==================== block 1
Fig. 1: block 1, M2 wires
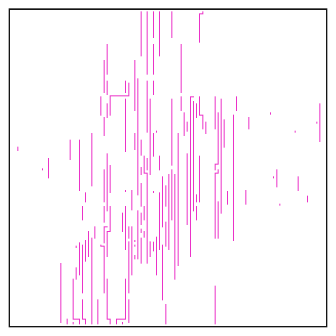

$ cat config.mk
export PLATFORM = sky130hd
export DESIGN_NAME = multicycle_control
export DESIGN_NICKNAME = d
export VERILOG_FILES = /design/src/rtl/multicycle_control_pkg.sv /design/src/rtl/multicycle_control_mem_wait_timer.sv /design/src/rtl/multicycle_control.sv
export SDC_FILE = /design/constraint.sdc
export NUM_CORES = 1
export LEC_CHECK = 0
export CELL_PAD_IN_SITES_DETAIL_PLACEMENT = 0
export CELL_PAD_IN_SITES_GLOBAL_PLACEMENT = 1
export CORE_MARGIN = 2
export CORE_UTILIZATION = 24
export CTS_CLUSTER_SIZE = 14
export DETAILED_ROUTE_END_ITERATION = 10
export MAX_ROUTING_LAYER = met4
export PLACE_DENSITY = 0.83
export SYNTH_ARGS = -nofsm -noshare
export SYNTH_HDL_FRONTEND = slang
export SYNTH_HIERARCHICAL = 1
export SYNTH_SLANG_ARGS = --single-unit
$ cat constraint.sdc
create_clock -name clk -period 2.5 [get_ports clk]
set_input_delay 0.75 -clock clk [delete_from_list [all_inputs] [get_ports clk]]
set_output_delay 0.75 -clock clk [all_outputs]
set_load 0.01 [all_outputs]
$ cat src/rtl/multicycle_control_pkg.sv
// Shared definitions for the multi-cycle RV32 main control FSM.
// Holds the state encodings, ALUOp codes driven to the ALU-control decoder,
// the opcodes the FSM recognises and the ALUSrcB mux selects.
// Optional feature macro used by the top: ILLEGAL_TRAP_EN.
package multicycle_control_pkg;

  typedef enum logic [3:0] {
    S_FETCH  = 4'd0,
    S_DECODE = 4'd1,
    S_MEMADR = 4'd2,
    S_MEMRD  = 4'd3,
    S_MEMWB  = 4'd4,
    S_MEMWR  = 4'd5,
    S_EXEC   = 4'd6,
    S_RWB    = 4'd7,
    S_BRANCH = 4'd8,
    S_TRAP   = 4'd9
  } state_e;

  localparam logic [1:0] ALUOP_ADD   = 2'b00;
  localparam logic [1:0] ALUOP_SUB   = 2'b01;
  localparam logic [1:0] ALUOP_FUNCT = 2'b10;

  localparam logic [6:0] OP_R      = 7'b0110011;
  localparam logic [6:0] OP_LOAD   = 7'b0000011;
  localparam logic [6:0] OP_STORE  = 7'b0100011;
  localparam logic [6:0] OP_BRANCH = 7'b1100011;

  localparam logic [1:0] SRCB_RS2   = 2'b00;
  localparam logic [1:0] SRCB_FOUR  = 2'b01;
  localparam logic [1:0] SRCB_IMM   = 2'b10;
  localparam logic [1:0] SRCB_BRIMM = 2'b11;

  // States that hold a request on the unified memory and wait for MemReady.
  function automatic logic isMemState(input state_e s);
    return (s == S_FETCH) || (s == S_MEMRD) || (s == S_MEMWR);
  endfunction

endpackage

$ cat src/rtl/multicycle_control_mem_wait_timer.sv
// Memory wait counter with timeout compare for the multi-cycle control FSM.
// Ports:
//   clk        - clock, rising edge
//   rst        - synchronous active-high reset
//   waiting_i  - FSM is in a memory-access state
//   ready_i    - memory completes the access this cycle
//   timeout_o  - wait limit reached with the access still outstanding
// MEM_TIMEOUT = 0 disables the timeout; the counter then only saturates.
module multicycle_control_mem_wait_timer #(
  parameter int unsigned MEM_TIMEOUT = 0,
  parameter int unsigned CNT_W       = 8
) (
  input  logic clk,
  input  logic rst,
  input  logic waiting_i,
  input  logic ready_i,
  output logic timeout_o
);

  localparam logic [CNT_W-1:0] CNT_MAX     = '1;
  localparam logic [CNT_W-1:0] TIMEOUT_VAL = CNT_W'(MEM_TIMEOUT);

  logic [CNT_W-1:0] cnt_q, cnt_d;

  // Completion in the same cycle suppresses the timeout.
  assign timeout_o = (MEM_TIMEOUT != 0) && waiting_i && !ready_i && (cnt_q == TIMEOUT_VAL);

  // The FSM only leaves a memory state on ready or timeout, and every
  // non-memory state clears the count, so this also clears on state change.
  always_comb begin
    cnt_d = '0;
    if (waiting_i && !ready_i && !timeout_o) begin
      cnt_d = (cnt_q == CNT_MAX) ? cnt_q : cnt_q + 1'b1;
    end
  end

  always_ff @(posedge clk) begin
    if (rst) begin
      cnt_q <= '0;
    end else begin
      cnt_q <= cnt_d;
    end
  end

endmodule

$ cat src/rtl/multicycle_control.sv
// Main control FSM of the multi-cycle RV32 datapath (R-type, lw, sw, beq).
// Sequences FETCH/DECODE/EXECUTE/MEM/WRITEBACK, drives every datapath enable
// and produces the 2-bit ALUOp for the ALU-control decoder.
// Ports:
//   clk, rst            - clock and synchronous active-high reset
//   opcode              - IR[6:0], used in DECODE and MEMADR
//   MemReady            - unified memory completes current access
//   ALUOp, ALUSrcA, ALUSrcB, IorD, MemRead, MemWrite, IRWrite, PCWrite,
//   PCWriteCond, PCSource, RegWrite, MemtoReg - datapath controls
//   mem_err             - one-cycle pulse on memory timeout
//   state               - current state encoding, for debug
//   illegal             - only with ILLEGAL_TRAP_EN: high while trapped
// Macro ILLEGAL_TRAP_EN: unknown opcodes trap until reset instead of
// retiring as a NOP.
module multicycle_control
  import multicycle_control_pkg::*;
#(
  parameter int unsigned MEM_TIMEOUT = 0,
  parameter int unsigned CNT_W       = 8
) (
  input  logic       clk,
  input  logic       rst,
  input  logic [6:0] opcode,
  input  logic       MemReady,
  output logic [1:0] ALUOp,
  output logic       ALUSrcA,
  output logic [1:0] ALUSrcB,
  output logic       IorD,
  output logic       MemRead,
  output logic       MemWrite,
  output logic       IRWrite,
  output logic       PCWrite,
  output logic       PCWriteCond,
  output logic       PCSource,
  output logic       RegWrite,
  output logic       MemtoReg,
  output logic       mem_err,
  output logic [3:0] state
`ifdef ILLEGAL_TRAP_EN
  ,
  output logic       illegal
`endif
);

  state_e state_q, state_d;
  logic   memTimeout;

  multicycle_control_mem_wait_timer #(
    .MEM_TIMEOUT(MEM_TIMEOUT),
    .CNT_W      (CNT_W)
  ) u_mem_wait_timer (
    .clk      (clk),
    .rst      (rst),
    .waiting_i(isMemState(state_q)),
    .ready_i  (MemReady),
    .timeout_o(memTimeout)
  );

  // Next-state logic. A timeout always returns to FETCH: in FETCH that is a
  // retry, in MEMRD/MEMWR it abandons the instruction.
  always_comb begin
    state_d = state_q;
    case (state_q)
      S_FETCH:  if (MemReady) state_d = S_DECODE;
      S_DECODE: begin
        case (opcode)
          OP_LOAD, OP_STORE: state_d = S_MEMADR;
          OP_R:              state_d = S_EXEC;
          OP_BRANCH:         state_d = S_BRANCH;
`ifdef ILLEGAL_TRAP_EN
          default:           state_d = S_TRAP;
`else
          default:           state_d = S_FETCH;
`endif
        endcase
      end
      S_MEMADR: state_d = (opcode == OP_LOAD) ? S_MEMRD : S_MEMWR;
      S_MEMRD: begin
        if (MemReady)        state_d = S_MEMWB;
        else if (memTimeout) state_d = S_FETCH;
      end
      S_MEMWB:  state_d = S_FETCH;
      S_MEMWR:  if (MemReady || memTimeout) state_d = S_FETCH;
      S_EXEC:   state_d = S_RWB;
      S_RWB:    state_d = S_FETCH;
      S_BRANCH: state_d = S_FETCH;
      S_TRAP:   state_d = S_TRAP;
      default:  state_d = S_FETCH;
    endcase
  end

  always_ff @(posedge clk) begin
    if (rst) begin
      state_q <= S_FETCH;
    end else begin
      state_q <= state_d;
    end
  end

  // Moore decode of the state register; IRWrite/PCWrite in FETCH also wait
  // for the instruction word to arrive.
  always_comb begin
    ALUOp       = ALUOP_ADD;
    ALUSrcA     = 1'b0;
    ALUSrcB     = SRCB_RS2;
    IorD        = 1'b0;
    MemRead     = 1'b0;
    MemWrite    = 1'b0;
    IRWrite     = 1'b0;
    PCWrite     = 1'b0;
    PCWriteCond = 1'b0;
    PCSource    = 1'b0;
    RegWrite    = 1'b0;
    MemtoReg    = 1'b0;
    case (state_q)
      S_FETCH: begin
        MemRead = 1'b1;
        ALUSrcB = SRCB_FOUR;
        IRWrite = MemReady;
        PCWrite = MemReady;
      end
      S_DECODE: ALUSrcB = SRCB_BRIMM;
      S_MEMADR: begin
        ALUSrcA = 1'b1;
        ALUSrcB = SRCB_IMM;
      end
      S_MEMRD: begin
        MemRead = 1'b1;
        IorD    = 1'b1;
      end
      S_MEMWB: begin
        RegWrite = 1'b1;
        MemtoReg = 1'b1;
      end
      S_MEMWR: begin
        MemWrite = 1'b1;
        IorD     = 1'b1;
      end
      S_EXEC: begin
        ALUSrcA = 1'b1;
        ALUOp   = ALUOP_FUNCT;
      end
      S_RWB: RegWrite = 1'b1;
      S_BRANCH: begin
        ALUSrcA     = 1'b1;
        ALUOp       = ALUOP_SUB;
        PCWriteCond = 1'b1;
        PCSource    = 1'b1;
      end
      default: ;
    endcase
  end

  assign mem_err = memTimeout;
  assign state   = state_q;
`ifdef ILLEGAL_TRAP_EN
  assign illegal = (state_q == S_TRAP);
`endif

endmodule
==================== block 2
## config.mk

```make
export PLATFORM = sky130hd
export DESIGN_NAME = fir_coef_sequencer
export DESIGN_NICKNAME = d
export VERILOG_FILES = /design/src/rtl/fir_coef_sequencer.sv
export SDC_FILE = /design/constraint.sdc
export NUM_CORES = 1
export LEC_CHECK = 0
export CAP_MARGIN = 30
export CELL_PAD_IN_SITES_DETAIL_PLACEMENT = 0
export CELL_PAD_IN_SITES_GLOBAL_PLACEMENT = 2
export CORE_UTILIZATION = 29
export CTS_BUF_LIST = sky130_fd_sc_hd__clkbuf_16
export CTS_CLUSTER_SIZE = 28
export DETAILED_ROUTE_END_ITERATION = 8
export PLACE_DENSITY = 0.83
export SYNTH_ARGS = -nofsm -noshare
export SYNTH_HDL_FRONTEND = slang
export SYNTH_SLANG_ARGS = --single-unit
export TNS_END_PERCENT = 100
```

## constraint.sdc

```tcl
create_clock -name clk -period 2.4 [get_ports clk]
set_clock_uncertainty 0.1 [all_clocks]
set_input_delay 0.72 -clock clk [delete_from_list [all_inputs] [get_ports clk]]
set_output_delay 0.72 -clock clk [all_outputs]
set_load 0.01 [all_outputs]
```

## src/rtl/fir_coef_sequencer.sv

```systemverilog
// Coefficient loader and sample feeder for the transposed FIR filter (fir_gen).
// Optional feature macro: ZERO_FLUSH_EN (zero-stuffed flush of the adder chain after a load).
module fir_coef_sequencer #(
   parameter int W1 = 8,
   parameter int L  = 3,
   localparam int CW = $clog2(L + 1),
   localparam int IW = (L > 2) ? $clog2(L) : 1
) (
   input  logic          clk,
   input  logic          reset,
   input  logic [W1-1:0] coef_data,
   input  logic          coef_valid,
   output logic          coef_ready,
   input  logic          start,
   output logic          busy,
   output logic          done,
   input  logic [W1-1:0] s_data,
   input  logic          s_valid,
   output logic          s_ready,
   output logic          Load_x,
   output logic [W1-1:0] c_out,
   output logic [W1-1:0] x_out,
   output logic [1:0]    dbg_state,
   output logic [CW-1:0] dbg_count
);

   // Handshakes: a transfer happens on a rising clk edge where valid & ready are both 1;
   // ready depends only on state/count, never on valid, and valid may be held across cycles.

   localparam logic [1:0] IDLE  = 2'd0;
   localparam logic [1:0] RUN   = 2'd1;
   localparam logic [1:0] LOAD  = 2'd2;
`ifdef ZERO_FLUSH_EN
   localparam logic [1:0] FLUSH = 2'd3;
`endif

   localparam logic [CW-1:0] L_CNT  = CW'(L);
   localparam logic [IW-1:0] L_LAST = IW'(L - 1);

   logic [1:0]    state_q, state_d;
   logic [CW-1:0] count_q, count_d;
   logic [IW-1:0] idx_q, idx_d;
   logic [W1-1:0] buf_q [L];
   logic [W1-1:0] buf_d [L];
   logic          load_x_q, load_x_d;
   logic [W1-1:0] c_out_q, c_out_d;
   logic [W1-1:0] x_out_q, x_out_d;
   logic          busy_q, busy_d;
   logic          done_q, done_d;
   logic          coef_acc;
   logic          s_acc;

   assign coef_ready = (state_q != LOAD) && (count_q < L_CNT);
   assign s_ready    = (state_q == RUN);
   assign coef_acc   = coef_valid && coef_ready;
   assign s_acc      = s_valid && s_ready;

   assign Load_x    = load_x_q;
   assign c_out     = c_out_q;
   assign x_out     = x_out_q;
   assign busy      = busy_q;
   assign done      = done_q;
   assign dbg_state = state_q;
   assign dbg_count = count_q;

   always_comb begin
      state_d  = state_q;
      count_d  = count_q;
      idx_d    = idx_q;
      buf_d    = buf_q;
      load_x_d = load_x_q;
      c_out_d  = c_out_q;
      x_out_d  = x_out_q;
      busy_d   = busy_q;
      done_d   = 1'b0;

      // Buffer write is independent of the sample path in the same cycle.
      if (coef_acc) begin
         buf_d[count_q[IW-1:0]] = coef_data;
         count_d                = count_q + CW'(1);
      end

      case (state_q)
         IDLE: begin
            state_d  = RUN;
            load_x_d = 1'b1;
            x_out_d  = '0;
         end
         RUN: begin
            load_x_d = 1'b1;
            x_out_d  = s_acc ? s_data : '0;
            if (start && (count_q == L_CNT)) begin
               state_d  = LOAD;
               idx_d    = '0;
               load_x_d = 1'b0;
               c_out_d  = buf_q[0];
               busy_d   = 1'b1;
            end
         end
         LOAD: begin
            if (idx_q == L_LAST) begin
               count_d  = '0;
               load_x_d = 1'b1;
               done_d   = 1'b1;
               idx_d    = '0;
`ifdef ZERO_FLUSH_EN
               state_d  = FLUSH;
               busy_d   = 1'b1;
               x_out_d  = '0;
`else
               state_d  = RUN;
               busy_d   = 1'b0;
`endif
            end else begin
               idx_d   = idx_q + IW'(1);
               c_out_d = buf_q[idx_q + IW'(1)];
            end
         end
`ifdef ZERO_FLUSH_EN
         FLUSH: begin
            load_x_d = 1'b1;
            x_out_d  = '0;
            if (idx_q == L_LAST) begin
               state_d = RUN;
               busy_d  = 1'b0;
               idx_d   = '0;
            end else begin
               idx_d = idx_q + IW'(1);
            end
         end
`endif
         default: begin
            state_d  = IDLE;
            load_x_d = 1'b1;
            busy_d   = 1'b0;
         end
      endcase
   end

   // Reset drops any buffered set; a load cut short leaves the filter for the host to reload.
   always_ff @(posedge clk) begin
      if (reset) begin
         state_q  <= IDLE;
         count_q  <= '0;
         idx_q    <= '0;
         load_x_q <= 1'b1;
         c_out_q  <= '0;
         x_out_q  <= '0;
         busy_q   <= 1'b0;
         done_q   <= 1'b0;
         for (int k = 0; k < L; k++) buf_q[k] <= '0;
      end else begin
         state_q  <= state_d;
         count_q  <= count_d;
         idx_q    <= idx_d;
         load_x_q <= load_x_d;
         c_out_q  <= c_out_d;
         x_out_q  <= x_out_d;
         busy_q   <= busy_d;
         done_q   <= done_d;
         for (int k = 0; k < L; k++) buf_q[k] <= buf_d[k];
      end
   end

endmodule
```

==================== block 3
**src/rtl/adc_current_conditioner_if.sv**
```systemverilog
// Sample/result bundle for adc_current_conditioner: ADC input side, control strobes and conditioned output.
// master = sample source / consumer, slave = the conditioner.
interface adc_current_conditioner_if #(
    parameter int WIDTH = 12
);
    logic [WIDTH-1:0] adc_code;
    logic             adc_valid;
    logic             cal_start;
    logic             fault_clr;
    logic [WIDTH:0]   i_out;
    logic             i_valid;
    logic             cal_busy;
    logic             cal_done;
    logic             oc_fault;

    modport master (
        output adc_code, adc_valid, cal_start, fault_clr,
        input  i_out, i_valid, cal_busy, cal_done, oc_fault
    );

    modport slave (
        input  adc_code, adc_valid, cal_start, fault_clr,
        output i_out, i_valid, cal_busy, cal_done, oc_fault
    );
endinterface

```
**src/rtl/adc_current_conditioner.sv**
```systemverilog
// Offset-binary ADC code to signed current sample, with zero-offset calibration and a latched
// overcurrent flag that is only built when ADC_COND_OVERCURRENT_EN is defined.
module adc_current_conditioner #(
    parameter int WIDTH    = 12,
    parameter int CAL_LOG2 = 6,
    parameter int OC_LIMIT = 1800
) (
    input logic                          clk,
    input logic                          rst,
    adc_current_conditioner_if.slave     bus
);
    typedef enum logic [1:0] {IDLE, CAL, RUN} state_t;

    localparam logic [WIDTH-1:0]    MIDSCALE = {1'b1, {(WIDTH-1){1'b0}}};
    localparam logic [CAL_LOG2-1:0] CNT_LAST = '1;

    state_t                      state;
    logic [WIDTH-1:0]            offset;
    logic [WIDTH+CAL_LOG2-1:0]   acc;
    logic [CAL_LOG2-1:0]         cnt;
    logic [WIDTH:0]              i_out_r;
    logic                        i_valid_r;
    logic                        cal_busy_r;
    logic                        cal_done_r;
    logic                        oc_fault_r;

    logic [WIDTH-1:0]            cur_off;
    logic [WIDTH:0]              diff;
    logic [WIDTH+CAL_LOG2-1:0]   acc_next;

    always_comb begin
        cur_off  = (state == IDLE) ? MIDSCALE : offset;
        diff     = {1'b0, bus.adc_code} - {1'b0, cur_off};
        acc_next = acc + {{CAL_LOG2{1'b0}}, bus.adc_code};
    end

`ifdef ADC_COND_OVERCURRENT_EN
    localparam logic [WIDTH:0] OC_LIM = OC_LIMIT[WIDTH:0];

    logic [WIDTH:0] mag;
    logic           trip;

    // Magnitude of the largest negative result still fits, since diff never reaches -2^WIDTH.
    always_comb begin
        mag  = diff[WIDTH] ? (~diff + 1'b1) : diff;
        trip = bus.adc_valid && (state != CAL) && (mag > OC_LIM);
    end
`endif

    always_ff @(posedge clk) begin
        if (rst) begin
            state      <= IDLE;
            offset     <= MIDSCALE;
            acc        <= '0;
            cnt        <= '0;
            i_out_r    <= '0;
            i_valid_r  <= 1'b0;
            cal_busy_r <= 1'b0;
            cal_done_r <= 1'b0;
            oc_fault_r <= 1'b0;
        end else begin
            i_valid_r  <= 1'b0;
            cal_done_r <= 1'b0;
            case (state)
                IDLE, RUN: begin
                    // A sample coinciding with cal_start still uses the offset in force now.
                    if (bus.adc_valid) begin
                        i_out_r   <= diff;
                        i_valid_r <= 1'b1;
                    end
                    if (bus.cal_start) begin
                        state      <= CAL;
                        cal_busy_r <= 1'b1;
                        acc        <= '0;
                        cnt        <= '0;
                    end
                end
                CAL: begin
                    if (bus.adc_valid) begin
                        acc <= acc_next;
                        cnt <= cnt + 1'b1;
                        if (cnt == CNT_LAST) begin
                            offset     <= acc_next[WIDTH+CAL_LOG2-1:CAL_LOG2];
                            state      <= RUN;
                            cal_busy_r <= 1'b0;
                            cal_done_r <= 1'b1;
                        end
                    end
                end
                default: begin
                    state      <= IDLE;
                    cal_busy_r <= 1'b0;
                end
            endcase
`ifdef ADC_COND_OVERCURRENT_EN
            // A new trip outranks a simultaneous clear.
            if (trip)
                oc_fault_r <= 1'b1;
            else if (bus.fault_clr)
                oc_fault_r <= 1'b0;
`else
            oc_fault_r <= 1'b0;
`endif
        end
    end

    assign bus.i_out    = i_out_r;
    assign bus.i_valid  = i_valid_r;
    assign bus.cal_busy = cal_busy_r;
    assign bus.cal_done = cal_done_r;
    assign bus.oc_fault = oc_fault_r;
endmodule

```
**src/flat_wrapper.sv**
```systemverilog
// flat-port wrapper written by rule: the top's interface ports become plain ports
module adc_current_conditioner_flat 
#(
    parameter int WIDTH    = 12,
    parameter int CAL_LOG2 = 6,
    parameter int OC_LIMIT = 1800
)
  (clk, rst, bus_adc_code, bus_adc_valid, bus_cal_start, bus_fault_clr, bus_i_out, bus_i_valid, bus_cal_busy, bus_cal_done, bus_oc_fault);
  adc_current_conditioner_if #(.WIDTH(WIDTH)) bus_i ();
  input logic clk;
  input logic rst;
  input wire logic [$bits(bus_i.adc_code)-1:0] bus_adc_code;
  input wire logic [$bits(bus_i.adc_valid)-1:0] bus_adc_valid;
  input wire logic [$bits(bus_i.cal_start)-1:0] bus_cal_start;
  input wire logic [$bits(bus_i.fault_clr)-1:0] bus_fault_clr;
  output wire logic [$bits(bus_i.i_out)-1:0] bus_i_out;
  output wire logic [$bits(bus_i.i_valid)-1:0] bus_i_valid;
  output wire logic [$bits(bus_i.cal_busy)-1:0] bus_cal_busy;
  output wire logic [$bits(bus_i.cal_done)-1:0] bus_cal_done;
  output wire logic [$bits(bus_i.oc_fault)-1:0] bus_oc_fault;
  assign bus_i.adc_code = bus_adc_code;
  assign bus_i.adc_valid = bus_adc_valid;
  assign bus_i.cal_start = bus_cal_start;
  assign bus_i.fault_clr = bus_fault_clr;
  assign bus_i_out = bus_i.i_out;
  assign bus_i_valid = bus_i.i_valid;
  assign bus_cal_busy = bus_i.cal_busy;
  assign bus_cal_done = bus_i.cal_done;
  assign bus_oc_fault = bus_i.oc_fault;
  adc_current_conditioner #(.WIDTH(WIDTH), .CAL_LOG2(CAL_LOG2), .OC_LIMIT(OC_LIMIT)) u_core (.clk(clk), .rst(rst), .bus(bus_i));
endmodule
```
**config.mk**
```make
export PLATFORM = sky130hd
export DESIGN_NAME = adc_current_conditioner_flat
export DESIGN_NICKNAME = d
export VERILOG_FILES = /design/src/rtl/adc_current_conditioner_if.sv /design/src/rtl/adc_current_conditioner.sv /design/src/flat_wrapper.sv
export SDC_FILE = /design/constraint.sdc
export NUM_CORES = 1
export LEC_CHECK = 0
export CAP_MARGIN = 20
export CORE_ASPECT_RATIO = 1.2
export CORE_MARGIN = 8
export CORE_UTILIZATION = 51
export CTS_CLUSTER_SIZE = 14
export DETAILED_ROUTE_END_ITERATION = 12
export PLACE_DENSITY = 0.77
export SLEW_MARGIN = 0
export SYNTH_ARGS = -nofsm -noshare
export SYNTH_HDL_FRONTEND = slang
export SYNTH_SLANG_ARGS = --single-unit
```
**constraint.sdc**
```tcl
create_clock -name clk -period 2.3 [get_ports clk]
set_input_delay 0.46 -clock clk [delete_from_list [all_inputs] [get_ports clk]]
set_output_delay 0.46 -clock clk [all_outputs]
set_load 0.05 [all_outputs]
```
==================== block 4
--- config.mk ---
export PLATFORM = sky130hd
export DESIGN_NAME = cpcs_tx_symbol_sched
export DESIGN_NICKNAME = d
export VERILOG_FILES = /design/src/rtl/cpcs_tx_symbol_sched.sv
export SDC_FILE = /design/constraint.sdc
export NUM_CORES = 1
export LEC_CHECK = 0
export ABC_CLOCK_PERIOD_IN_PS = 1840
export CORE_AREA = 2 2 69 71
export DETAILED_ROUTE_END_ITERATION = 10
export DIE_AREA = 0 0 71 73
export PLACE_DENSITY = 0.74
export RECOVER_POWER = 50
export SYNTH_ARGS = -nofsm -noshare
export SYNTH_HDL_FRONTEND = slang
export SYNTH_SLANG_ARGS = --single-unit
--- constraint.sdc ---
create_clock -name CLK -period 1.84 [get_ports CLK]
set_input_delay 0.184 -clock CLK [delete_from_list [all_inputs] [get_ports CLK]]
set_output_delay 0.184 -clock CLK [all_outputs]
set_load 0.03 [all_outputs]
--- src/rtl/cpcs_tx_symbol_sched.sv ---
// TX symbol scheduler feeding the 8b/10b encoder: alignment burst, /I/ idles, periodic sync sets.
// Optional K-code legality check enabled by defining CPCS_TX_KCHK_EN.
module cpcs_tx_symbol_sched #(
  parameter int          SYNC_PERIOD = 1024,
  parameter int          ALIGN_LEN   = 4,
  parameter logic [7:0]  COMMA_CHAR  = 8'hBC,
  parameter logic [7:0]  IDLE_CHAR   = 8'h50
) (
  input  logic       CLK,
  input  logic       RST,
  input  logic       TX_EN,
  input  logic [7:0] DIN,
  input  logic       KIN,
  input  logic       DIN_VALID,
  output logic       DIN_READY,
  output logic [7:0] D,
  output logic       K,
  output logic       FORCE_DISP,
  output logic       DISP_SEL,
  output logic       ALIGNED,
  output logic       KERR
);

  typedef enum logic [1:0] {S_OFF, S_ALIGN, S_DATA, S_SYNC} state_e;

  state_e      state_q, state_d;
  logic        phase_q, phase_d;       // 1: a comma was just sent, its D16.2 must follow
  logic [7:0]  set_cnt_q, set_cnt_d;
  logic [15:0] sync_cnt_q, sync_cnt_d;
  logic        sync_due_q, sync_due_d;
  logic [7:0]  d_q, d_d;
  logic        k_q, k_d;
  logic        fd_q, fd_d;
  logic        ds_q, ds_d;
  logic        aligned_q, aligned_d;
  logic        kerr_q, kerr_d;

  logic        accept;
  logic [7:0]  user_d;
  logic        user_err;

`ifdef CPCS_TX_KCHK_EN
  function automatic logic k_legal(input logic [7:0] b);
    case (b)
      8'h1C, 8'h3C, 8'h5C, 8'h7C, 8'h9C, 8'hBC,
      8'hDC, 8'hFC, 8'hF7, 8'hFB, 8'hFD, 8'hFE: k_legal = 1'b1;
      default:                                   k_legal = 1'b0;
    endcase
  endfunction

  always_comb begin
    user_err = KIN && !k_legal(DIN);
    user_d   = user_err ? 8'hFE : DIN;
  end
`else
  always_comb begin
    user_err = 1'b0;
    user_d   = DIN;
  end
`endif

  assign DIN_READY = (state_q == S_DATA) && !sync_due_q && !phase_q && TX_EN;
  assign accept    = DIN_READY && DIN_VALID;

  always_comb begin
    state_d    = state_q;
    phase_d    = phase_q;
    set_cnt_d  = set_cnt_q;
    sync_cnt_d = sync_cnt_q;
    sync_due_d = sync_due_q;
    d_d        = 8'h00;
    k_d        = 1'b0;
    fd_d       = 1'b0;
    ds_d       = 1'b0;              // only RD- is ever forced
    kerr_d     = 1'b0;
    aligned_d  = (state_q == S_DATA) || (state_q == S_SYNC);
    case (state_q)
      S_OFF: begin
        phase_d    = 1'b0;
        sync_cnt_d = '0;
        sync_due_d = 1'b0;
        if (TX_EN) begin
          d_d       = COMMA_CHAR;
          k_d       = 1'b1;
          fd_d      = 1'b1;
          phase_d   = 1'b1;
          set_cnt_d = 8'd1;
          state_d   = S_ALIGN;
        end
      end
      S_ALIGN: begin
        if (phase_q) begin
          d_d     = IDLE_CHAR;
          phase_d = 1'b0;
          if (!TX_EN)                         state_d = S_OFF;
          else if (set_cnt_q == 8'(ALIGN_LEN)) state_d = S_DATA;
        end else if (!TX_EN) begin
          state_d = S_OFF;
        end else begin
          d_d       = COMMA_CHAR;
          k_d       = 1'b1;
          phase_d   = 1'b1;
          set_cnt_d = set_cnt_q + 8'd1;
        end
      end
      S_DATA: begin
        if (phase_q) begin
          d_d     = IDLE_CHAR;
          phase_d = 1'b0;
          if (!TX_EN) state_d = S_OFF;
        end else if (!TX_EN) begin
          state_d = S_OFF;
        end else if (sync_due_q) begin
          d_d     = COMMA_CHAR;
          k_d     = 1'b1;
          phase_d = 1'b1;
          state_d = S_SYNC;
        end else if (accept) begin
          d_d        = user_d;
          k_d        = KIN;
          kerr_d     = user_err;
          sync_cnt_d = sync_cnt_q + 16'd1;
          if (sync_cnt_q == 16'(SYNC_PERIOD - 1)) sync_due_d = 1'b1;
        end else begin
          d_d        = COMMA_CHAR;
          k_d        = 1'b1;
          phase_d    = 1'b1;
          sync_cnt_d = '0;
        end
      end
      S_SYNC: begin
        d_d        = IDLE_CHAR;
        phase_d    = 1'b0;
        sync_cnt_d = '0;
        sync_due_d = 1'b0;
        state_d    = TX_EN ? S_DATA : S_OFF;
      end
      default: state_d = S_OFF;
    endcase
  end

  always_ff @(posedge CLK) begin
    if (RST) begin
      state_q    <= S_OFF;
      phase_q    <= 1'b0;
      set_cnt_q  <= '0;
      sync_cnt_q <= '0;
      sync_due_q <= 1'b0;
      d_q        <= 8'h00;
      k_q        <= 1'b0;
      fd_q       <= 1'b0;
      ds_q       <= 1'b0;
      aligned_q  <= 1'b0;
      kerr_q     <= 1'b0;
    end else begin
      state_q    <= state_d;
      phase_q    <= phase_d;
      set_cnt_q  <= set_cnt_d;
      sync_cnt_q <= sync_cnt_d;
      sync_due_q <= sync_due_d;
      d_q        <= d_d;
      k_q        <= k_d;
      fd_q       <= fd_d;
      ds_q       <= ds_d;
      aligned_q  <= aligned_d;
      kerr_q     <= kerr_d;
    end
  end

  assign D          = d_q;
  assign K          = k_q;
  assign FORCE_DISP = fd_q;
  assign DISP_SEL   = ds_q;
  assign ALIGNED    = aligned_q;
  assign KERR       = kerr_q;

endmodule

Fig. 2: block 3, routing congestion
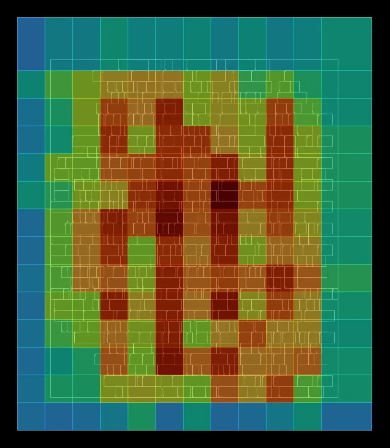
met2 usage: 38.6%
DR WL/cell: 15.5 µm
met1 Usage GRT: 20.5%

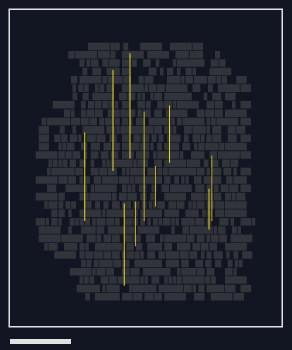
Fig. 3. Metal 4 (block 3).
Scale bar: 20 µm.
10 nets have wire on it. The layer holds 2.6% of the routed length. The longest straight run is 35.4 µm. The wires run mostly vertical. The layer carries 237 µm of wire.
DRT Wirelength: 8.98 mm
via count: 3275

==> run notes, block 3 <==
The following summarizes the physical implementation.

Run status
The flow ran to the end, but the final reports show violations. The checks that failed: setup timing.

STA
The final count of pins violating max slew is 0. The critical path in the final layout is reported with a setup slack of -0.0280 ns. The last timing report of the flow puts the setup violation total at 1.

Finish
The count of inverters other than clock inverters in the layout is 8. The most frequent standard cell in the layout excluding fill and tap cells is buf_4. The count of clock buffers in the final design is 7. The multi-input combinational cell count is ~320. The portion of the layout cell area used by clock cells is 2.06%.

Pwr
The net switching power is 0.666 mW.

Synth
The synth_stat.txt file lists the number of cells as 402. Of the total synthesized cell area, the portion taken by AND-OR and OR-AND cells is 22.0%. The count of cell types in the netlist is approximately 53. In this run, the synthesized area fraction spent on adder and majority cells is recorded as 11.0%. The number of synthesized flops with an enable pin is 0.

Clocking
The clock drives 54 sinks. The clock buffer count from CTS is 5.

Critical path
The report lists the cells along the critical path as or2_4 > and2_4 > ha_4 > fa_2 > nand2b_4 > a21oi_4 > o21ai_2 > a21oi_2 > nor4b_1 > a211o_1.

Floorplanning
The core region is between 6000 and 7000 µm².
## block 3: worst paths after layout
check,end,slack [ns],depth (start not counted)
max,u_core.bus.i_out[10],-0.03,10
min,u_core.bus.i_out[6],0.46,2
max reg2reg,u_core.bus.i_out[10],-0.03,10
min reg2reg,u_core.bus.i_out[6],0.46,2
## block 3: worst max-delay path: cells and delay by family, from the launching register on
family | cells | cell delay (ns)
adders and majority gates | 2 | 0.49
AOI/OAI and AO/OA | 4 | 0.74
and+or+nand+nor | 4 | 0.64
DFF | 1 | 0.34
## block 3: synthesized netlist by cell type (8+ instances only)
master,number,area share (%)
nor2_1,39,4.6
ha_1,25,9.7
o21ai_0,12,1.9
xor2_1,8,2.2
nand2b_1,11,2.1
a21oi_1,45,7.0
dfxtp_1,54,34
nand3_1,16,2.5
xnor2_1,14,3.8
a211oi_1,11,2.6
nand2_1,50,5.8
inv_1,8,0.93
clkbuf_1,13,1.5
## block 3: registers in the layout, indices dropped and copies added, names as in the netlist
register	cells
u_core.acc	18
u_core.bus.cal_busy	1
u_core.bus.cal_done	1
u_core.bus.i_out	13
u_core.bus.i_valid	1
u_core.cnt	6
u_core.offset	12
u_core.state	2
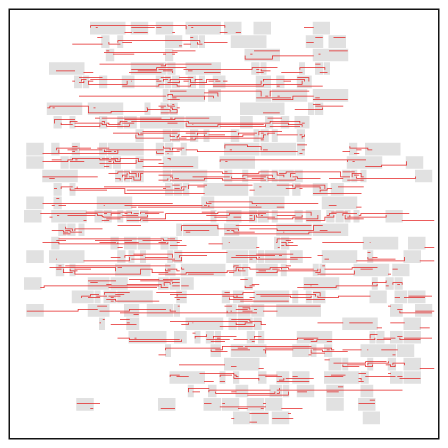
Fig. 4. M1 wires (block 2).
The layer holds 54% of the routed length. 291 nets have wire on it.
via count: 1836
met1 Usage GRT: 22.0%
DRT Wirelength: 5.21 mm

==> run notes, block 2 <==
The following summarizes the physical implementation.

Synth
For this run, asynchronously set or reset flops after synthesis account for 0%. The area share of the leading cell type in the synthesized netlist is 47.2%. The portion of netlist area occupied by mux cells is 0.482%.

The cell type with the largest total area is dfxtp_1. The number of instances in the synthesized netlist is 253. Grouping non-sequential cells by family puts the most area in simple AND/OR/NAND/NOR gates. The Yosys step of the flow raised 0 warnings.

The post-synth area from yosys stat is 2080 µm².

Critical path
The cell depth of the worst setup path is 3. OpenSTA lists the critical path startpoint as dbg_count[1]. The category of the worst setup path launch point is a flip-flop.

The standard cell with the maximum stage delay on the critical path is clkdlybuf4s50_1. According to the timing report, the arrival time at the worst endpoint equals around 1.5 ns. Walking the worst path, the cells encountered are ha_2 > nor2_1 > clkdlybuf4s50_1.

Finish
The top cell types in the final layout, fill and taps aside, are a21oi_1 (53), dfxtp_1 (47), clkdlybuf4s50_1 (45). The final standard cell utilization of the core is 40.6%.

Clocking
The H-tree was split into 2 levels. As reported, the later end of the worst-skew pair has a clock insertion delay of 0.29 ns.

Route
The routed length per instance is 13.2 µm. The script logs the ratio of routed vias to standard cells as around 4.7.

STA
Summed over all failing endpoints, the final setup total negative slack is 0 ns. For the pin with the worst max-slew slack, the measured transition is 0.443 ns. Setup repair after global routing left no endpoint under its margin. The clock period minus final worst setup slack is 2.32 ns. The normalized max-slew margin is 70.5%. The maximum operating frequency is about 430 MHz.

Run status
The run finished with clean final reports.

Worst hold path
STA lists the startpoint of the worst hold path as c_out[5].

Placed design
The pre-CTS setup check shows a worst slack of between 0.1 and 0.15 ns.

Pwr
The combinational fraction of design power is 11.7%. The highest-power group is sequential cells. The power share of the clock group is around 39%.

Floorplanning
The horizontal die dimension reported for this design is 86.6 µm. The core box area is 6870 µm².
-- block 2: area by class of cell --
class	instances	share of cell area [%]
Multi-Input combinational cell	180	35.6
Timing Repair Buffer	53	18.7
Sequential cell	49	35.2
Inverter	7	0.942
Tap cell	96	4.30
Clock buffer	5	4.48
Clock inverter	3	0.673
-- block 2: routing by layer --
| layer | track usage [%] | wire [µm] | vias to the layer above |
|---|---|---|---|
| li1 | - | - | 967 |
| met1 | 22.0 | 2790 | 827 |
| met2 | 20.9 | 2180 | 37 |
| met3 | 2.86 | 168 | 5 |
| met4 | 4.55 | 65 | 0 |
| met5 | 0 | 0 | - |
-- block 2: registers in the layout, indices dropped and copies added (netlist names) --
register	cells
done	1
idx_q	2
c_out	8
busy	1
Load_x	1
buf_q	24
dbg_count	2
dbg_state	2
x_out	8
-- block 2: per-stage QoR --
stage | std cells | hold slack, ns | area (µm²)
2_1_floorplan | 253 | 0.336 | 2080
3_3_place_gp | 385 | 0.342 | 2640
3_5_place_dp | 385 | 0.347 | 2640
4_1_cts | 393 | 0.356 | 2790
5_1_grt | 393 | 0.374 | 2790
6_report | 393 | 0.352 | 2790
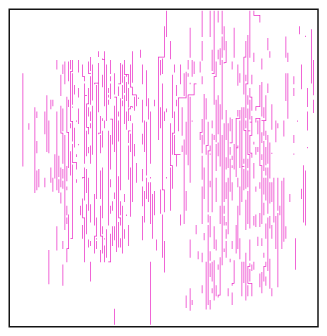
Fig. 5. M2 wires (block 4).
265 nets have wire on it. The layer carries 2500 µm of wire.

==> run notes, block 4 <==
The following summarizes the physical implementation.

Run status
The run finished with clean final reports.

Critical path
The critical register-to-register path startpoint is state_q[1]. The destination of the worst register-to-register timing path is sync_cnt_q[10]. The beginning of the critical path is state_q[1]. Among cell families on the critical path, the largest total delay comes from simple AND/OR/NAND/NOR gates. The worst register-to-register path depth is 7. The standard cell with the maximum stage delay on the critical path is or3_1. The buffer-and-inverter tally for the worst setup path is 2. Data on the critical path arrives at its endpoint at 2.02 ns. The category of the most critical setup path is flip-flop to flip-flop. STA classifies the critical path startpoint as a flip-flop.

STA
The tightest hold margin is 0.464 ns. From the final report, the count of setup violators was given as 0. The post-route clock skew is 0.00591 ns.

The final count of hold timing violations is 0. The final max-slew violation count recorded for this run is 0. The accumulated negative setup slack is 0 ns.

Clocking
The library cell used as clock root buffer is clkbuf_8. The post-cts resize count is 1.

Route
According to the report, the first pass of detailed routing completed in 4 iterations. For this run, design rule violations remaining after detail routing come to 0. The post-detailed-route count of antenna-violating nets is 0. Wires add up to 5.13 mm.

Synth
The top cell type by instance count after synthesis is dfxtp_1. In the Yosys report the total cell count is 253. The synthesized netlist handed to floorplanning was reported with a cell count of 253.

The number of synthesized flops with an enable pin is 0. For this run, the register share of the synthesized area comes to 36.7%.

Floorplanning
The number of rows created at floorplan is 25. The initial utilization of the core area, before any placement, comes to 46.9%. After floorplanning, the core was sized to cover about 4500 µm².

The chip area is 5180 µm².

Placed design
The placer congestion estimate is 0.877.

Run
The tally of max-capacitance violations is 0.

Worst hold path
The start point of the worst min-delay path is DIN[0]. The end point of the worst hold path is D[0].

Pwr
The leakage power in the latest report is 1.02 nW.

Finish
The final report gives the core utilization as roughly three fifths. The area growth from synthesis to layout is 28.5%.
-- block 4: area by class of cell --
| type | count | area (µm²) |
|---|---|---|
| inverters | 17 | 63.8 |
| well taps | 54 | 67.6 |
| repair buffers | 53 | 469 |
| multi-input cells | 185 | 1270 |
| fillers | 399 | 1800 |
| clock inverters | 1 | 5.00 |
| clock buffers | 7 | 76.3 |
| flip-flops and latches | 39 | 782 |
-- block 4: layer usage --
metal  GRT usage, %  share of wire (%)
met1           25.0                 44
met2           35.1                 49
met4           9.22                1.7
met5              0                  0
met3           4.97                5.1
-- block 4: where the power goes --
group / switching (mW) / internal [mW] / leakage (nW)
Clock: 0.304 / 0.266 / 0.0422
Combinational: 0.174 / 0.144 / 0.664
Sequential: 0.0114 / 0.865 / 0.317
-- block 4: kinds of logic after synthesis --
| group | share of synthesized area (%) |
|---|---|
| AOI/OAI and AO/OA | 21.4 |
| xor gates and xnor gates | 3.30 |
| adders and majority gates | 4.71 |
| buffers and inverters | 5.89 |
| DFF | 36.7 |
| muxes | 1.94 |
| other | 0.176 |
| and+or+nand+nor | 25.9 |
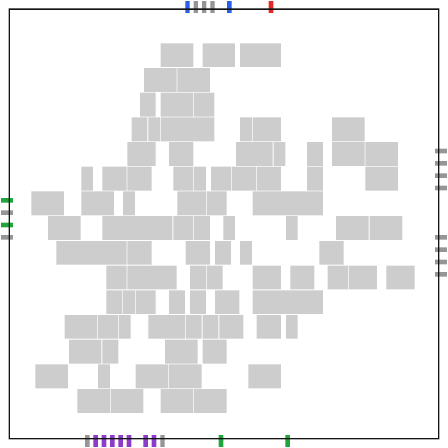
Fig. 6. Pin placement (block 1).
Pins as bars across the die edge, other pins in gray.
Key: green = state [pins 4, direction output, edge 2 south, 2 west]; blue = ALUSrcB [pins 2, direction output, edge north]; red = ALUSrcA [pins 1, direction output, edge north]; purple = opcode [pins 7, direction input, edge south]
All pins by edge: 11 south, 8 east, 6 north, 4 west.

Notes on Fig. 1 above:
The layer carries 627 µm of wire. The layer holds 45% of the routed length. The longest straight run is 23.8 µm.
DRT Wirelength: 1.38 mm
met2 usage: 19.5%
via count: 550

==> run notes, block 1 <==
The following summarizes the physical implementation.

Run status
The flow ran to the end, and the final reports show no timing, DRC or antenna violations.

Finish
The number of flip-flops in the largest register is 4. The final standard cell utilization of the core is roughly 43%.

Route
The top routing layer in use is met4. After detailed routing, the average wire length per cell comes to approximately 12 µm. Per the detail_route log, met2 wirelength is 626 µm.

Placed design
The number of port buffers is 27. Per the gpl log, the routability congestion estimate is 0.799.

Pwr
The cell area power density is 289 nW/µm².

Worst hold path
The classification of the worst-slack hold path is flip-flop to flip-flop.

Floorplanning
The chip occupies approximately 2200 µm².

Synth
The mean area per synthesized cell is 7.09 µm².

Critical path
The worst setup path is captured at a primary output. The worst reg2reg path depth is 5. Per the timing report, the most critical flop-to-flop path originates at state[1].

Run
In this run the tools logged warnings totalling 26.

STA
The final number of setup-violating endpoints is 0. Setup slack on the critical path of the routed design comes to roughly 0.094 ns. Setup repair after global routing left no endpoint under its margin. After layout, the minimum clock period comes to 2.41 ns. The maximum operating frequency is 416 MHz.

Clocking
The clock passes through at most 2 buffers. The number of H-tree levels is 1. Per the post-CTS timing run, clock transition at the registers of the reported paths is 0.04 ns. TritonCTS built the clock tree.

Global routing
The initial antenna violation count was 0. The global-route layer with the greatest usage is met2.
-- block 1: power breakdown --
group / total [mW] / leakage [nW] / internal [mW] / switching [mW]
Combinational: 0.0637 / 0.238 / 0.0366 / 0.0271
Sequential: 0.0730 / 0.0343 / 0.0663 / 0.00675
Clock: 0.0824 / 0.0138 / 0.0538 / 0.0286
-- block 1: worst max-delay path by stage --
stage,from,endpoint,cells past startpoint
floorplan,state[0],ALUOp[0],3
global placement,MemReady,PCWrite,3
detailed placement,MemReady,IRWrite,3
CTS,state[3],ALUSrcA,4
global route,state[2],PCSource,3
finish,state[1],MemWrite,4
-- block 1: worst max-delay path: stages, from the launching register on --
cell             delay (ns)
dfxtp_2                0.37
buf_4                  0.17
nand2b_1               0.20
nor2_1                 0.14
clkdlybuf4s50_1        0.54
-- block 1: repair_timing --
action,4_1_cts,5_1_grt
endpoints found under the setup margin,7,5
pin swaps,0,0
resized,5,3
-- block 1: layout make-up --
| class | count | area share [%] |
|---|---|---|
| Tap cell | 25 | 4.13 |
| Clock buffer | 3 | 2.97 |
| Timing Repair Buffer | 31 | 39.6 |
| Inverter | 2 | 0.990 |
| Sequential cell | 4 | 11.2 |
| Multi-Input combinational cell | 49 | 41.1 |

==> gallery <==
Signal wires on met3.
image #1
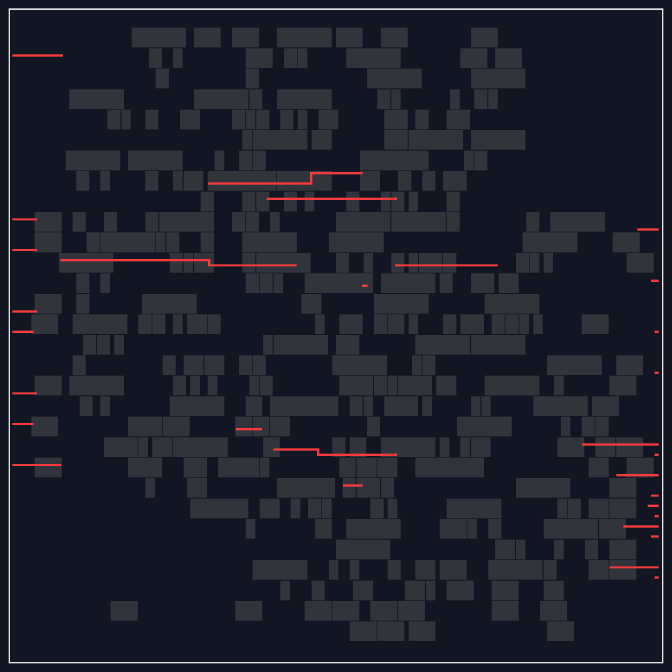
image #2
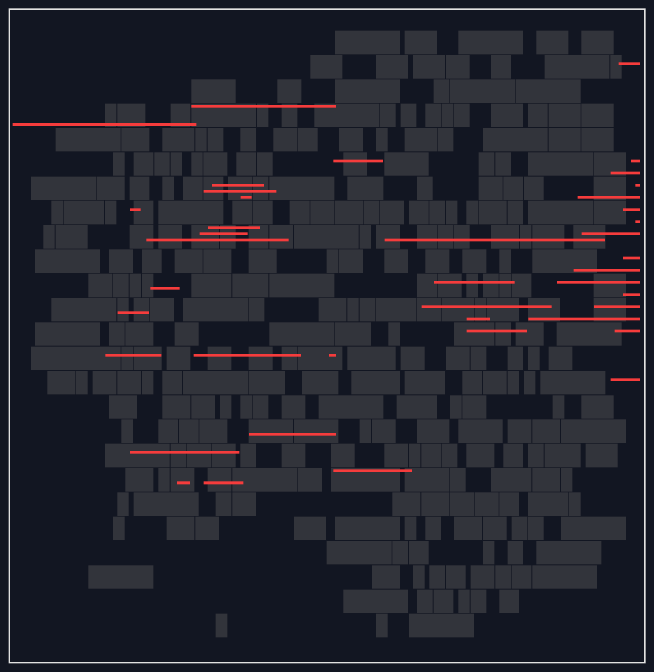
image #3
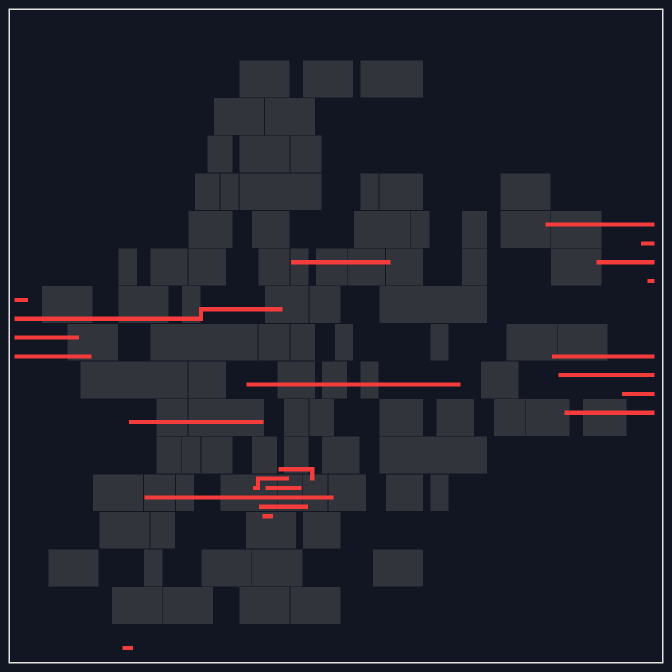
image #4
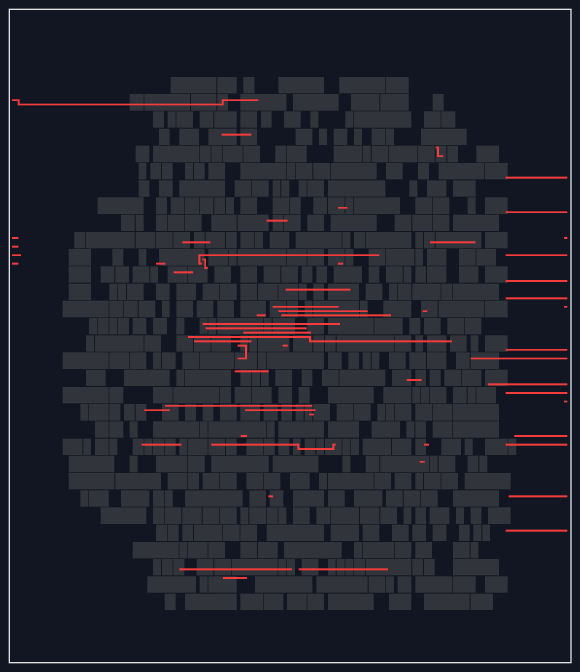
- block 1 = image #3
- block 3 = image #4
- block 2 = image #1
- block 4 = image #2


==================== block 5
--- src/rtl/booth_mult_arbiter_if.sv ---
// Requester and multiplier bus for the shared Booth multiplier arbiter.
// slave = arbiter side, master = requesters plus multiplier side.
interface booth_mult_arbiter_if #(
   parameter int WIDTH = 8
);
   logic [3:0]         req;
   logic [4*WIDTH-1:0] op_a;
   logic [4*WIDTH-1:0] op_b;
   logic [3:0]         ack;
   logic [2*WIDTH-1:0] result;
   logic               err;
   logic               m_valid;
   logic [WIDTH-1:0]   m_a;
   logic [WIDTH-1:0]   m_b;
   logic               m_done;
   logic [2*WIDTH-1:0] m_product;

   modport slave (
      input  req, op_a, op_b,
      input  m_done, m_product,
      output ack, result, err,
      output m_valid, m_a, m_b
   );

   modport master (
      output req, op_a, op_b,
      output m_done, m_product,
      input  ack, result, err,
      input  m_valid, m_a, m_b
   );
endinterface

--- src/rtl/booth_mult_arbiter.sv ---
// Round-robin arbiter sharing one Booth multiplier among four requesters.
// Define ARB_TIMEOUT_EN to bound the WAIT state to TIMEOUT cycles.
module booth_mult_arbiter #(
   parameter int WIDTH   = 8,
   parameter int TIMEOUT = 64
) (
   input logic                 clk,
   input logic                 rst,
   booth_mult_arbiter_if.slave bus
);
   typedef enum logic [1:0] {
      IDLE, ISSUE, WAIT, RESP
   } state_t;

   state_t             state, state_n;
   logic [1:0]         ptr, ptr_n;
   logic [1:0]         sel, sel_n;
   logic [1:0]         pick;
   logic               found;
   logic [WIDTH-1:0]   a_q, a_n;
   logic [WIDTH-1:0]   b_q, b_n;
   logic [2*WIDTH-1:0] res_q, res_n;

`ifdef ARB_TIMEOUT_EN
   localparam int CW = $clog2(TIMEOUT + 1);
   logic [CW-1:0] cnt, cnt_n;
   logic          err_q, err_n;
`endif

   // first requesting index after ptr, wrapping modulo 4
   always_comb begin
      found = 1'b0;
      pick  = ptr;
      for (int k = 1; k <= 4; k++) begin
         if (!found && bus.req[ptr + 2'(k)]) begin
            found = 1'b1;
            pick  = ptr + 2'(k);
         end
      end
   end

   always_comb begin
      state_n = state;
      ptr_n   = ptr;
      sel_n   = sel;
      a_n     = a_q;
      b_n     = b_q;
      res_n   = res_q;
`ifdef ARB_TIMEOUT_EN
      cnt_n   = cnt;
      err_n   = err_q;
`endif
      unique case (state)
         IDLE: begin
            if (found) begin
               sel_n   = pick;
               a_n     = bus.op_a[int'(pick)*WIDTH +: WIDTH];
               b_n     = bus.op_b[int'(pick)*WIDTH +: WIDTH];
               state_n = ISSUE;
`ifdef ARB_TIMEOUT_EN
               err_n   = 1'b0;
`endif
            end
         end
         ISSUE: begin
            state_n = WAIT;
`ifdef ARB_TIMEOUT_EN
            cnt_n   = '0;
`endif
         end
         WAIT: begin
            if (bus.m_done) begin
               res_n   = bus.m_product;
               state_n = RESP;
            end
`ifdef ARB_TIMEOUT_EN
            else if (cnt == CW'(TIMEOUT - 1)) begin
               res_n   = '0;
               err_n   = 1'b1;
               state_n = RESP;
            end else begin
               cnt_n = cnt + 1'b1;
            end
`endif
         end
         RESP: begin
            ptr_n   = sel;
            state_n = IDLE;
         end
         default: state_n = IDLE;
      endcase
   end

   always_ff @(posedge clk or posedge rst) begin
      if (rst) begin
         state <= IDLE;
         ptr   <= 2'd3;
         sel   <= '0;
         a_q   <= '0;
         b_q   <= '0;
         res_q <= '0;
`ifdef ARB_TIMEOUT_EN
         cnt   <= '0;
         err_q <= 1'b0;
`endif
      end else begin
         state <= state_n;
         ptr   <= ptr_n;
         sel   <= sel_n;
         a_q   <= a_n;
         b_q   <= b_n;
         res_q <= res_n;
`ifdef ARB_TIMEOUT_EN
         cnt   <= cnt_n;
         err_q <= err_n;
`endif
      end
   end

   assign bus.m_valid = (state == ISSUE);
   assign bus.m_a     = a_q;
   assign bus.m_b     = b_q;
   assign bus.result  = res_q;
   assign bus.ack     = (state == RESP) ? (4'b0001 << sel) : 4'b0000;
`ifdef ARB_TIMEOUT_EN
   assign bus.err     = (state == RESP) && err_q;
`else
   assign bus.err     = 1'b0;
`endif
endmodule
--- src/flat_wrapper.sv ---
// flat-port wrapper written by rule: the top's interface ports become plain ports
module booth_mult_arbiter_flat 
#(
   parameter int WIDTH   = 8,
   parameter int TIMEOUT = 64
)
  (clk, rst, bus_req, bus_op_a, bus_op_b, bus_m_done, bus_m_product, bus_ack, bus_result, bus_err, bus_m_valid, bus_m_a, bus_m_b);
  booth_mult_arbiter_if #(.WIDTH(WIDTH)) bus_i ();
  input logic clk;
  input logic rst;
  input wire logic [$bits(bus_i.req)-1:0] bus_req;
  input wire logic [$bits(bus_i.op_a)-1:0] bus_op_a;
  input wire logic [$bits(bus_i.op_b)-1:0] bus_op_b;
  input wire logic [$bits(bus_i.m_done)-1:0] bus_m_done;
  input wire logic [$bits(bus_i.m_product)-1:0] bus_m_product;
  output wire logic [$bits(bus_i.ack)-1:0] bus_ack;
  output wire logic [$bits(bus_i.result)-1:0] bus_result;
  output wire logic [$bits(bus_i.err)-1:0] bus_err;
  output wire logic [$bits(bus_i.m_valid)-1:0] bus_m_valid;
  output wire logic [$bits(bus_i.m_a)-1:0] bus_m_a;
  output wire logic [$bits(bus_i.m_b)-1:0] bus_m_b;
  assign bus_i.req = bus_req;
  assign bus_i.op_a = bus_op_a;
  assign bus_i.op_b = bus_op_b;
  assign bus_i.m_done = bus_m_done;
  assign bus_i.m_product = bus_m_product;
  assign bus_ack = bus_i.ack;
  assign bus_result = bus_i.result;
  assign bus_err = bus_i.err;
  assign bus_m_valid = bus_i.m_valid;
  assign bus_m_a = bus_i.m_a;
  assign bus_m_b = bus_i.m_b;
  booth_mult_arbiter #(.WIDTH(WIDTH), .TIMEOUT(TIMEOUT)) u_core (.clk(clk), .rst(rst), .bus(bus_i));
endmodule
--- config.mk ---
export PLATFORM = sky130hd
export DESIGN_NAME = booth_mult_arbiter_flat
export DESIGN_NICKNAME = d
export VERILOG_FILES = /design/src/rtl/booth_mult_arbiter_if.sv /design/src/rtl/booth_mult_arbiter.sv /design/src/flat_wrapper.sv
export SDC_FILE = /design/constraint.sdc
export NUM_CORES = 1
export LEC_CHECK = 0
export ABC_AREA = 1
export CAP_MARGIN = 5
export CORE_UTILIZATION = 30
export DETAILED_ROUTE_END_ITERATION = 8
export PLACE_DENSITY_LB_ADDON = 0.3
export SLEW_MARGIN = 20
export SYNTH_ARGS = -nofsm -noshare
export SYNTH_HDL_FRONTEND = slang
export SYNTH_SLANG_ARGS = --single-unit
--- constraint.sdc ---
create_clock -name clk -period 3.3 [get_ports clk]
set_input_delay 0.33 -clock clk [delete_from_list [all_inputs] [get_ports clk]]
set_output_delay 0.33 -clock clk [all_outputs]
set_load 0.01 [all_outputs]
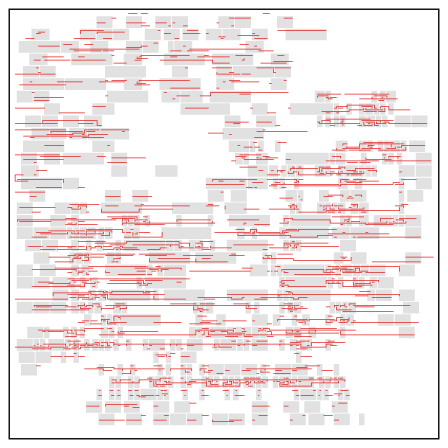
Fig. 7. M1 wires (block 5).
The layer carries 3030 µm of wire. 480 nets have wire on it. The longest straight run is 42.3 µm. The wires run mostly horizontal.

-- layer usage --
layer | routed length, µm | vias up | global-route usage [%]
met3 | 522 | 5 | 3.96
met4 | 31 | 0 | 3.08
met5 | 0 | - | 0
met1 | 3030 | 1205 | 20.9
met2 | 3330 | 90 | 29.3
li1 | - | 1333 | -
-- report_power, final --
group / switching [mW] / leakage (nW) / internal, mW
Combinational: 1.39 / 1.42 / 1.03
Sequential: 0.162 / 0.456 / 0.715
Clock: 0.166 / 0.0714 / 0.323
Total: 1.72 / 1.94 / 2.07
-- state kept, by name, indices dropped and copies added (netlist names) --
register / count
u_core.bus.result: 16
u_core.state: 2
u_core.sel: 2
u_core.bus.m_a: 8
u_core.ptr: 2
u_core.bus.m_b: 8
-- placed cells by master, fill, tap and decap left out, drive strengths merged --
cell,count
nor2,7
a22oi,2
a21oi,1
dfrtp,36
dfstp,2
conb,1
inv,44
clkdlybuf4s50,123
mux2,16
ha,4
nand2,162
buf,1
o21ai,4
bufinv,2
nand3,59
o22ai,1
clkbuf,6
o2111ai,1
==> run notes <==
The following summarizes the physical implementation.

STA
The clock period minus final worst setup slack is 2.34 ns. The slew at the pin closest to its max-slew limit is 0.780 ns. The worst-case max-slew headroom was logged as 47.9%.

Critical path
The delay contributed by the slowest stage of the critical path is 0.68 ns. According to the timing report, the data required time at the worst endpoint equals approximately 3.5 ns. The worst-path maximum fanout is 30. At the worst endpoint, the arrival time is around 2.5 ns.

The category of the most critical setup path is flip-flop to flip-flop.

Floorplanning
Across the placement rows, the number of tap cells is approximately 110.

Route
The pre-antenna-repair detailed-routing pass consisted of 4 iterations. The routed length per instance is between 10 and 15 µm.

Placed design
After its last routability iteration, the placer logged a weighted congestion of 0.820.

Finish
Buffers outside the clock tree occupy 31.5% of the routed design's cell area. The cell area after layout is slightly below 4000 µm².

Clocking
TritonCTS built the clock tree.

Run status
The flow ran to the end, and the final reports show no timing, DRC or antenna violations.

Synth
The top cell type by instance count after synthesis is nand2_1. Multiplexer cells account for 7.13% of the synthesized area. The largest family of logic cells by area is simple AND/OR/NAND/NOR gates.


==> screenshots <==
M2 wires.
shot_01.png
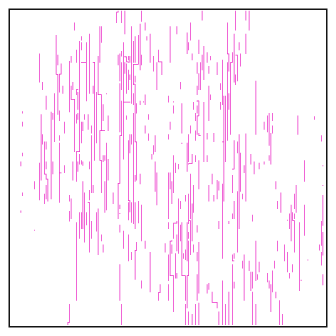
shot_02.png
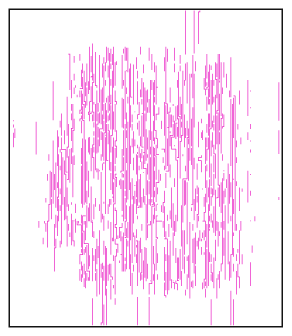
shot_03.png
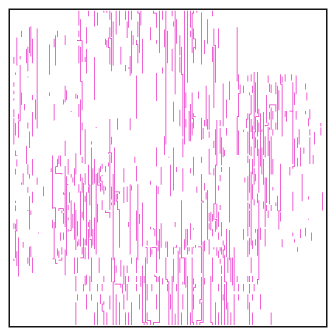
| from | picture |
|---|---|
| block 2 | shot_01.png |
| block 3 | shot_02.png |
| block 5 | shot_03.png |

Key to shot_03.png:
The layer holds 48% of the routed length. The wires run mostly vertical. The longest straight run is 39.6 µm. The layer carries 3330 µm of wire.

Power is estimated from default activity; no workload was simulated.
